# ---- seq_divider ----
===== src/rtl/seq_divider_pkg.sv =====
// Shared definitions for seq_divider: FSM state encoding and default operand widths.
package seq_divider_pkg;

    localparam int DW_DEFAULT = 6;
    localparam int VW_DEFAULT = 3;

    typedef enum logic [1:0] {
        IDLE = 2'd0,
        CALC = 2'd1,
        DONE = 2'd2
    } state_e;

endpackage : seq_divider_pkg


===== src/rtl/seq_divider.sv =====
// Sequential restoring divider, one quotient bit per clock, MSB first.
// Optional macro SEQ_DIVIDER_DZ_DETECT_EN short-circuits a zero divisor straight to DONE with dz=1.
module seq_divider
    import seq_divider_pkg::*;
#(
    parameter int DW = DW_DEFAULT,
    parameter int VW = VW_DEFAULT
) (
    input  logic          clk,
    input  logic          rst_n,
    input  logic          start,
    input  logic [DW-1:0] dividend,
    input  logic [VW-1:0] divisor,
    output logic          busy,
    output logic          done,
    output logic [DW-1:0] quotient,
    output logic [VW-1:0] remainder,
    output logic          dz
);

    localparam int CW = $clog2(DW + 1);

    state_e        state_q, state_d;
    logic [CW-1:0] cnt_q, cnt_d;
    logic [VW-1:0] prem_q, prem_d;
    // Dividend bits leave at the MSB while quotient bits enter at the LSB.
    logic [DW-1:0] dq_q, dq_d;
    logic [VW-1:0] dvs_q, dvs_d;
    logic [DW-1:0] quo_q, quo_d;
    logic [VW-1:0] rem_q, rem_d;
`ifdef SEQ_DIVIDER_DZ_DETECT_EN
    logic          dz_q, dz_d;
`endif

    logic [VW:0]   shifted;
    logic [VW+1:0] diff;
    logic          q_bit;
    logic [VW:0]   prem_next;

    // A kept partial remainder is always below the divisor, so VW bits store it;
    // the shifted trial value needs VW+1 bits and the subtraction one more for the sign.
    always_comb begin
        shifted   = {prem_q, dq_q[DW-1]};
        diff      = {1'b0, shifted} - {2'b00, dvs_q};
        q_bit     = ~diff[VW+1];
        prem_next = q_bit ? diff[VW:0] : shifted;
    end

    always_comb begin
        // NOTE: every target takes its held value first, so no path can infer a latch.
        state_d = state_q;
        cnt_d   = cnt_q;
        prem_d  = prem_q;
        dq_d    = dq_q;
        dvs_d   = dvs_q;
        quo_d   = quo_q;
        rem_d   = rem_q;
`ifdef SEQ_DIVIDER_DZ_DETECT_EN
        dz_d    = dz_q;
`endif
        unique case (state_q)
            IDLE: begin
                if (start) begin
                    dq_d    = dividend;
                    dvs_d   = divisor;
                    cnt_d   = '0;
                    prem_d  = '0;
                    state_d = CALC;
`ifdef SEQ_DIVIDER_DZ_DETECT_EN
                    if (divisor == '0) begin
                        state_d = DONE;
                        quo_d   = '1;
                        rem_d   = '0;
                        dz_d    = 1'b1;
                    end
`endif
                end
            end
            CALC: begin
                dq_d   = {dq_q[DW-2:0], q_bit};
                prem_d = prem_next[VW-1:0];
                cnt_d  = cnt_q + CW'(1);
                if (cnt_q == CW'(DW - 1)) begin
                    state_d = DONE;
                    quo_d   = {dq_q[DW-2:0], q_bit};
                    rem_d   = prem_next[VW-1:0];
`ifdef SEQ_DIVIDER_DZ_DETECT_EN
                    dz_d    = 1'b0;
`endif
                end
            end
            DONE:    state_d = IDLE;
            default: state_d = IDLE;
        endcase
    end

    // NOTE: state registers use non-blocking assignments so all flops update together.
    always_ff @(posedge clk or negedge rst_n) begin
        if (!rst_n) begin
            state_q <= IDLE;
            cnt_q   <= '0;
            prem_q  <= '0;
            dq_q    <= '0;
            dvs_q   <= '0;
            quo_q   <= '0;
            rem_q   <= '0;
`ifdef SEQ_DIVIDER_DZ_DETECT_EN
            dz_q    <= 1'b0;
`endif
        end else begin
            state_q <= state_d;
            cnt_q   <= cnt_d;
            prem_q  <= prem_d;
            dq_q    <= dq_d;
            dvs_q   <= dvs_d;
            quo_q   <= quo_d;
            rem_q   <= rem_d;
`ifdef SEQ_DIVIDER_DZ_DETECT_EN
            dz_q    <= dz_d;
`endif
        end
    end

    assign busy      = (state_q != IDLE);
    assign done      = (state_q == DONE);
    assign quotient  = quo_q;
    assign remainder = rem_q;
`ifdef SEQ_DIVIDER_DZ_DETECT_EN
    assign dz        = dz_q;
`else
    assign dz        = 1'b0;
`endif

endmodule : seq_divider


===== config.mk =====
export PLATFORM = sky130hd
export DESIGN_NAME = seq_divider
export DESIGN_NICKNAME = d
export VERILOG_FILES = /design/src/rtl/seq_divider_pkg.sv /design/src/rtl/seq_divider.sv
export SDC_FILE = /design/constraint.sdc
export NUM_CORES = 1
export LEC_CHECK = 0
export CELL_PAD_IN_SITES_DETAIL_PLACEMENT = 1
export CELL_PAD_IN_SITES_GLOBAL_PLACEMENT = 1
export CORE_MARGIN = 2
export CORE_UTILIZATION = 35
export CTS_CLUSTER_DIAMETER = 60
export DETAILED_ROUTE_END_ITERATION = 10
export MAX_ROUTING_LAYER = met4
export PLACE_DENSITY = 0.86
export SKIP_CTS_REPAIR_TIMING = 1
export SYNTH_ARGS = -nofsm -noshare
export SYNTH_HDL_FRONTEND = slang
export SYNTH_SLANG_ARGS = --single-unit

===== constraint.sdc =====
create_clock -name clk -period 1.5 [get_ports clk]
set_input_delay 0.3 -clock clk [delete_from_list [all_inputs] [get_ports clk]]
set_output_delay 0.3 -clock clk [all_outputs]
set_load 0.1 [all_outputs]

# ---- shift_reg_universal ----
File: config.mk
export PLATFORM = sky130hd
export DESIGN_NAME = shift_reg_universal
export DESIGN_NICKNAME = d
export VERILOG_FILES = /design/src/rtl/shift_reg_universal.sv
export SDC_FILE = /design/constraint.sdc
export NUM_CORES = 1
export LEC_CHECK = 0
export ABC_AREA = 1
export CAP_MARGIN = 5
export CORE_MARGIN = 2
export CORE_UTILIZATION = 40
export CTS_BUF_LIST = sky130_fd_sc_hd__clkbuf_2 sky130_fd_sc_hd__clkbuf_4 sky130_fd_sc_hd__clkbuf_8
export DETAILED_ROUTE_END_ITERATION = 7
export PLACE_DENSITY = 0.68
export RECOVER_POWER = 25
export SYNTH_ARGS = -nofsm -noshare
export SYNTH_HDL_FRONTEND = slang
export SYNTH_SLANG_ARGS = --single-unit
File: constraint.sdc
create_clock -name i_clk -period 2.3 [get_ports i_clk]
set_clock_uncertainty 0.2 [all_clocks]
set_input_delay 0.23 -clock i_clk [delete_from_list [all_inputs] [get_ports i_clk]]
set_output_delay 0.23 -clock i_clk [all_outputs]
set_load 0.03 [all_outputs]
File: src/rtl/shift_reg_universal.sv
`default_nettype none
// ============================================================================
//  Module      : shift_reg_universal
//  Description : Parametrised universal shift register with hold, shift
//                right, shift left and parallel load. Exposes the register
//                contents, a registered serial output, a per-word shift
//                counter and a one-cycle word-done strobe every WIDTH shifts,
//                so it can serve as a PISO serialiser or SIPO deserialiser.
//  Revision    : 1.0 - initial release
// ============================================================================
module shift_reg_universal #(
    parameter int WIDTH = 8,
    parameter int CW    = $clog2(WIDTH)
) (
    input  logic             i_clk,
    input  logic             i_rst_n,
    input  logic             i_clear,
    input  logic             i_en,
    input  logic [1:0]       i_mode,
    input  logic             i_serial_in,
    input  logic [WIDTH-1:0] i_parallel_in,
    output logic [WIDTH-1:0] o_parallel_out,
    output logic             o_serial_out,
    output logic [CW-1:0]    o_count,
    output logic             o_word_done
);

    localparam logic [1:0]    C_MODE_HOLD  = 2'b00;
    localparam logic [1:0]    C_MODE_RIGHT = 2'b01;
    localparam logic [1:0]    C_MODE_LEFT  = 2'b10;
    localparam logic [1:0]    C_MODE_LOAD  = 2'b11;
    // Counter value on which the next shift completes a word.
    localparam logic [CW-1:0] C_LAST       = CW'(WIDTH - 1);

    logic [WIDTH-1:0] r_data;
    logic             r_serial;
    logic [CW-1:0]    r_count;
    logic             r_word_done;

    logic             w_last;
    logic [CW-1:0]    w_count_next;

    // Counter advance shared by both shift directions; wraps at the word end.
    always_comb begin
        w_last       = (r_count == C_LAST);
        w_count_next = w_last ? '0 : r_count + CW'(1);
    end

    // Register, serial output, counter and strobe; clear beats enable beats mode.
    always_ff @(posedge i_clk or negedge i_rst_n) begin
        if (!i_rst_n) begin
            r_data      <= '0;
            r_serial    <= 1'b0;
            r_count     <= '0;
            r_word_done <= 1'b0;
        end else if (i_clear) begin
            r_data      <= '0;
            r_serial    <= 1'b0;
            r_count     <= '0;
            r_word_done <= 1'b0;
        end else if (!i_en) begin
            r_word_done <= 1'b0;
        end else begin
            case (i_mode)
                C_MODE_RIGHT: begin
                    r_data      <= {i_serial_in, r_data[WIDTH-1:1]};
                    r_serial    <= r_data[0];
                    r_count     <= w_count_next;
                    r_word_done <= w_last;
                end
                C_MODE_LEFT: begin
                    r_data      <= {r_data[WIDTH-2:0], i_serial_in};
                    r_serial    <= r_data[WIDTH-1];
                    r_count     <= w_count_next;
                    r_word_done <= w_last;
                end
                C_MODE_LOAD: begin
                    // A load starts a fresh word; the serial output keeps its last bit.
                    r_data      <= i_parallel_in;
                    r_count     <= '0;
                    r_word_done <= 1'b0;
                end
                C_MODE_HOLD: begin
                    r_word_done <= 1'b0;
                end
                default: begin
                    r_word_done <= 1'b0;
                end
            endcase
        end
    end

    assign o_parallel_out = r_data;
    assign o_serial_out   = r_serial;
    assign o_count        = r_count;
    assign o_word_done    = r_word_done;

endmodule
`default_nettype wire

Fig. 1: shift_reg_universal, track usage over the die
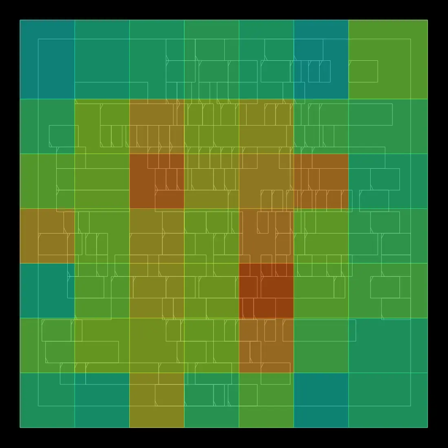
overall track demand over capacity in global routing: 17.62%
met2 layer usage reported by global route: 27.49%

Fig. 2: shift_reg_universal, wires at chosen ports, followed through buffers
Bar = 20 um.
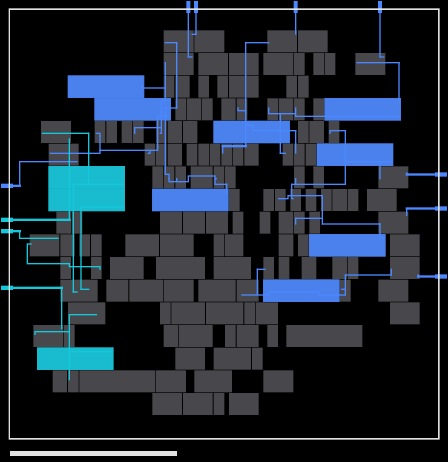
Key: o_parallel_out = blue [bits 8, direction output, edge 4 top, 3 right, 1 left, end cells 8, buffers 8, wire 242 um]; o_count = cyan [bits 3, direction output, edge left, end cells 3, buffers 3, wire 113 um]

==> run notes, shift_reg_universal <==
Status on the layout run. The die is 51.36 um tall. Per the post-run analysis, buffers plus inverters along the critical path come to 1. Initial antenna violation count landed at 0. TritonCTS built the clock tree. Final count of pins violating max slew landed at 0. Detailed-route wire length per cell landed at 11.17 um. Per the detail_route log, the uppermost layer with routed signals is met4.

Per the synthesis report, the adder-cell share of the synthesized area is 9.763%. The critical path goes through clkdlybuf4s50_1. Cell count after synthesis landed at 120.

Layout sequential cell count landed at 13. The run finished with clean final reports. The synthesis run identifies the leading combinational cell family as simple AND/OR/NAND/NOR gates.

The synthesized netlist devotes 5.160% of its cell area to compound gates. The final timing report derives a shortest allowable period of 1.799 ns. Combinational gate area landed at 501.7 sq um. For the worst flop-to-flop path, the logic depth is 5. In this run the tool buffered the top-level ports with 27 buffer cells.
Fig. 3: seq_divider, track usage over the die
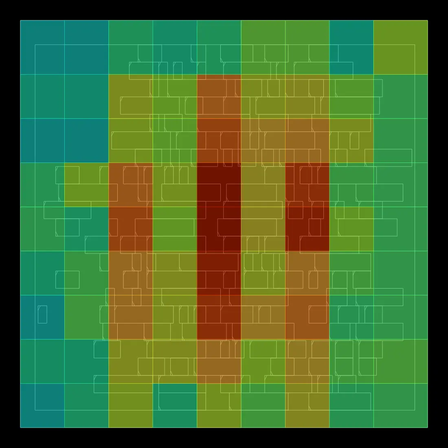
routed wire length per instance: 16.12 um
grt met3 use: 3.214%
global-route met1 utilization: 19.04%

==> run notes, seq_divider <==
Status on the layout run. The flow ran to the end, but the final reports show violations. The checks that failed: negative setup slack. The largest total area in the synthesized netlist belongs to dfrtp_1.

Non-clock buffers in the final layout number 31. After detailed routing, the number of vias per cell comes to 5.036. Measured on the final layout, the clock distribution area share stands at 2.038%. The area fraction of the largest cell type after synthesis is 52.26%. The overall die size recorded for this design is 0.004050 sq mm. STA lists the endpoint of the worst register-to-register path as remainder[1]. Entering global routing, the biggest net connects 27 pins. Checking hold timing, the worst path is listed with class input port to async pin. The design has 26 sequential cells.

Max fanout on the critical path was recorded as 6. Once routing completed, OpenROAD measured the worst setup slack at -0.1067 ns. The final antenna diode tally reported by the flow is 0. The most critical setup path has its endpoint at remainder[1]. Area overhead of the layout relative to synthesis landed at 43.02%.

The routed layout has 972 vias. The layout report lists the combined flip-flop and latch area as 653.1 sq um. The end-of-flow timing check tallies setup violations at 7. Looking at the clock tree report, the maximum root-to-sink buffer count equals 2.


## Gallery

Cell classes on the final placement.
panel A
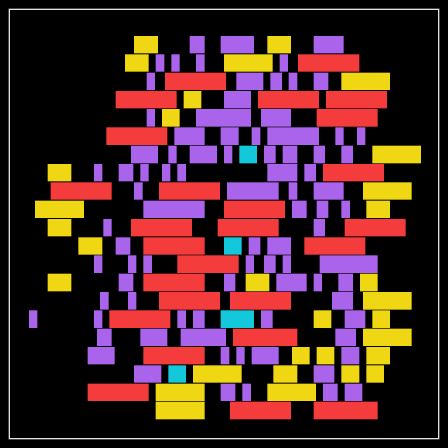
panel B
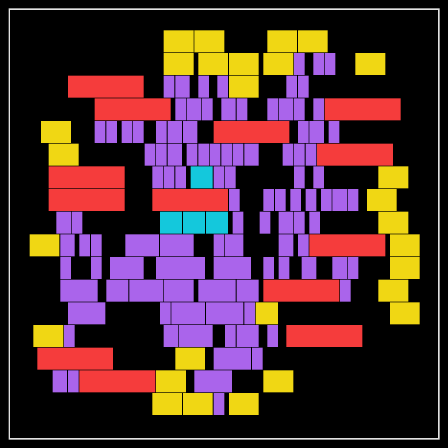
Of these, most sequential cells: panel A
seq_divider -> panel A
shift_reg_universal -> panel B

Key to panel A:
Key: clock drivers and dummy loads = cyan [cells 4]; all other logic = purple [cells 86]; flip-flops = red [cells 26]; other buffers and delay cells = yellow [cells 31]

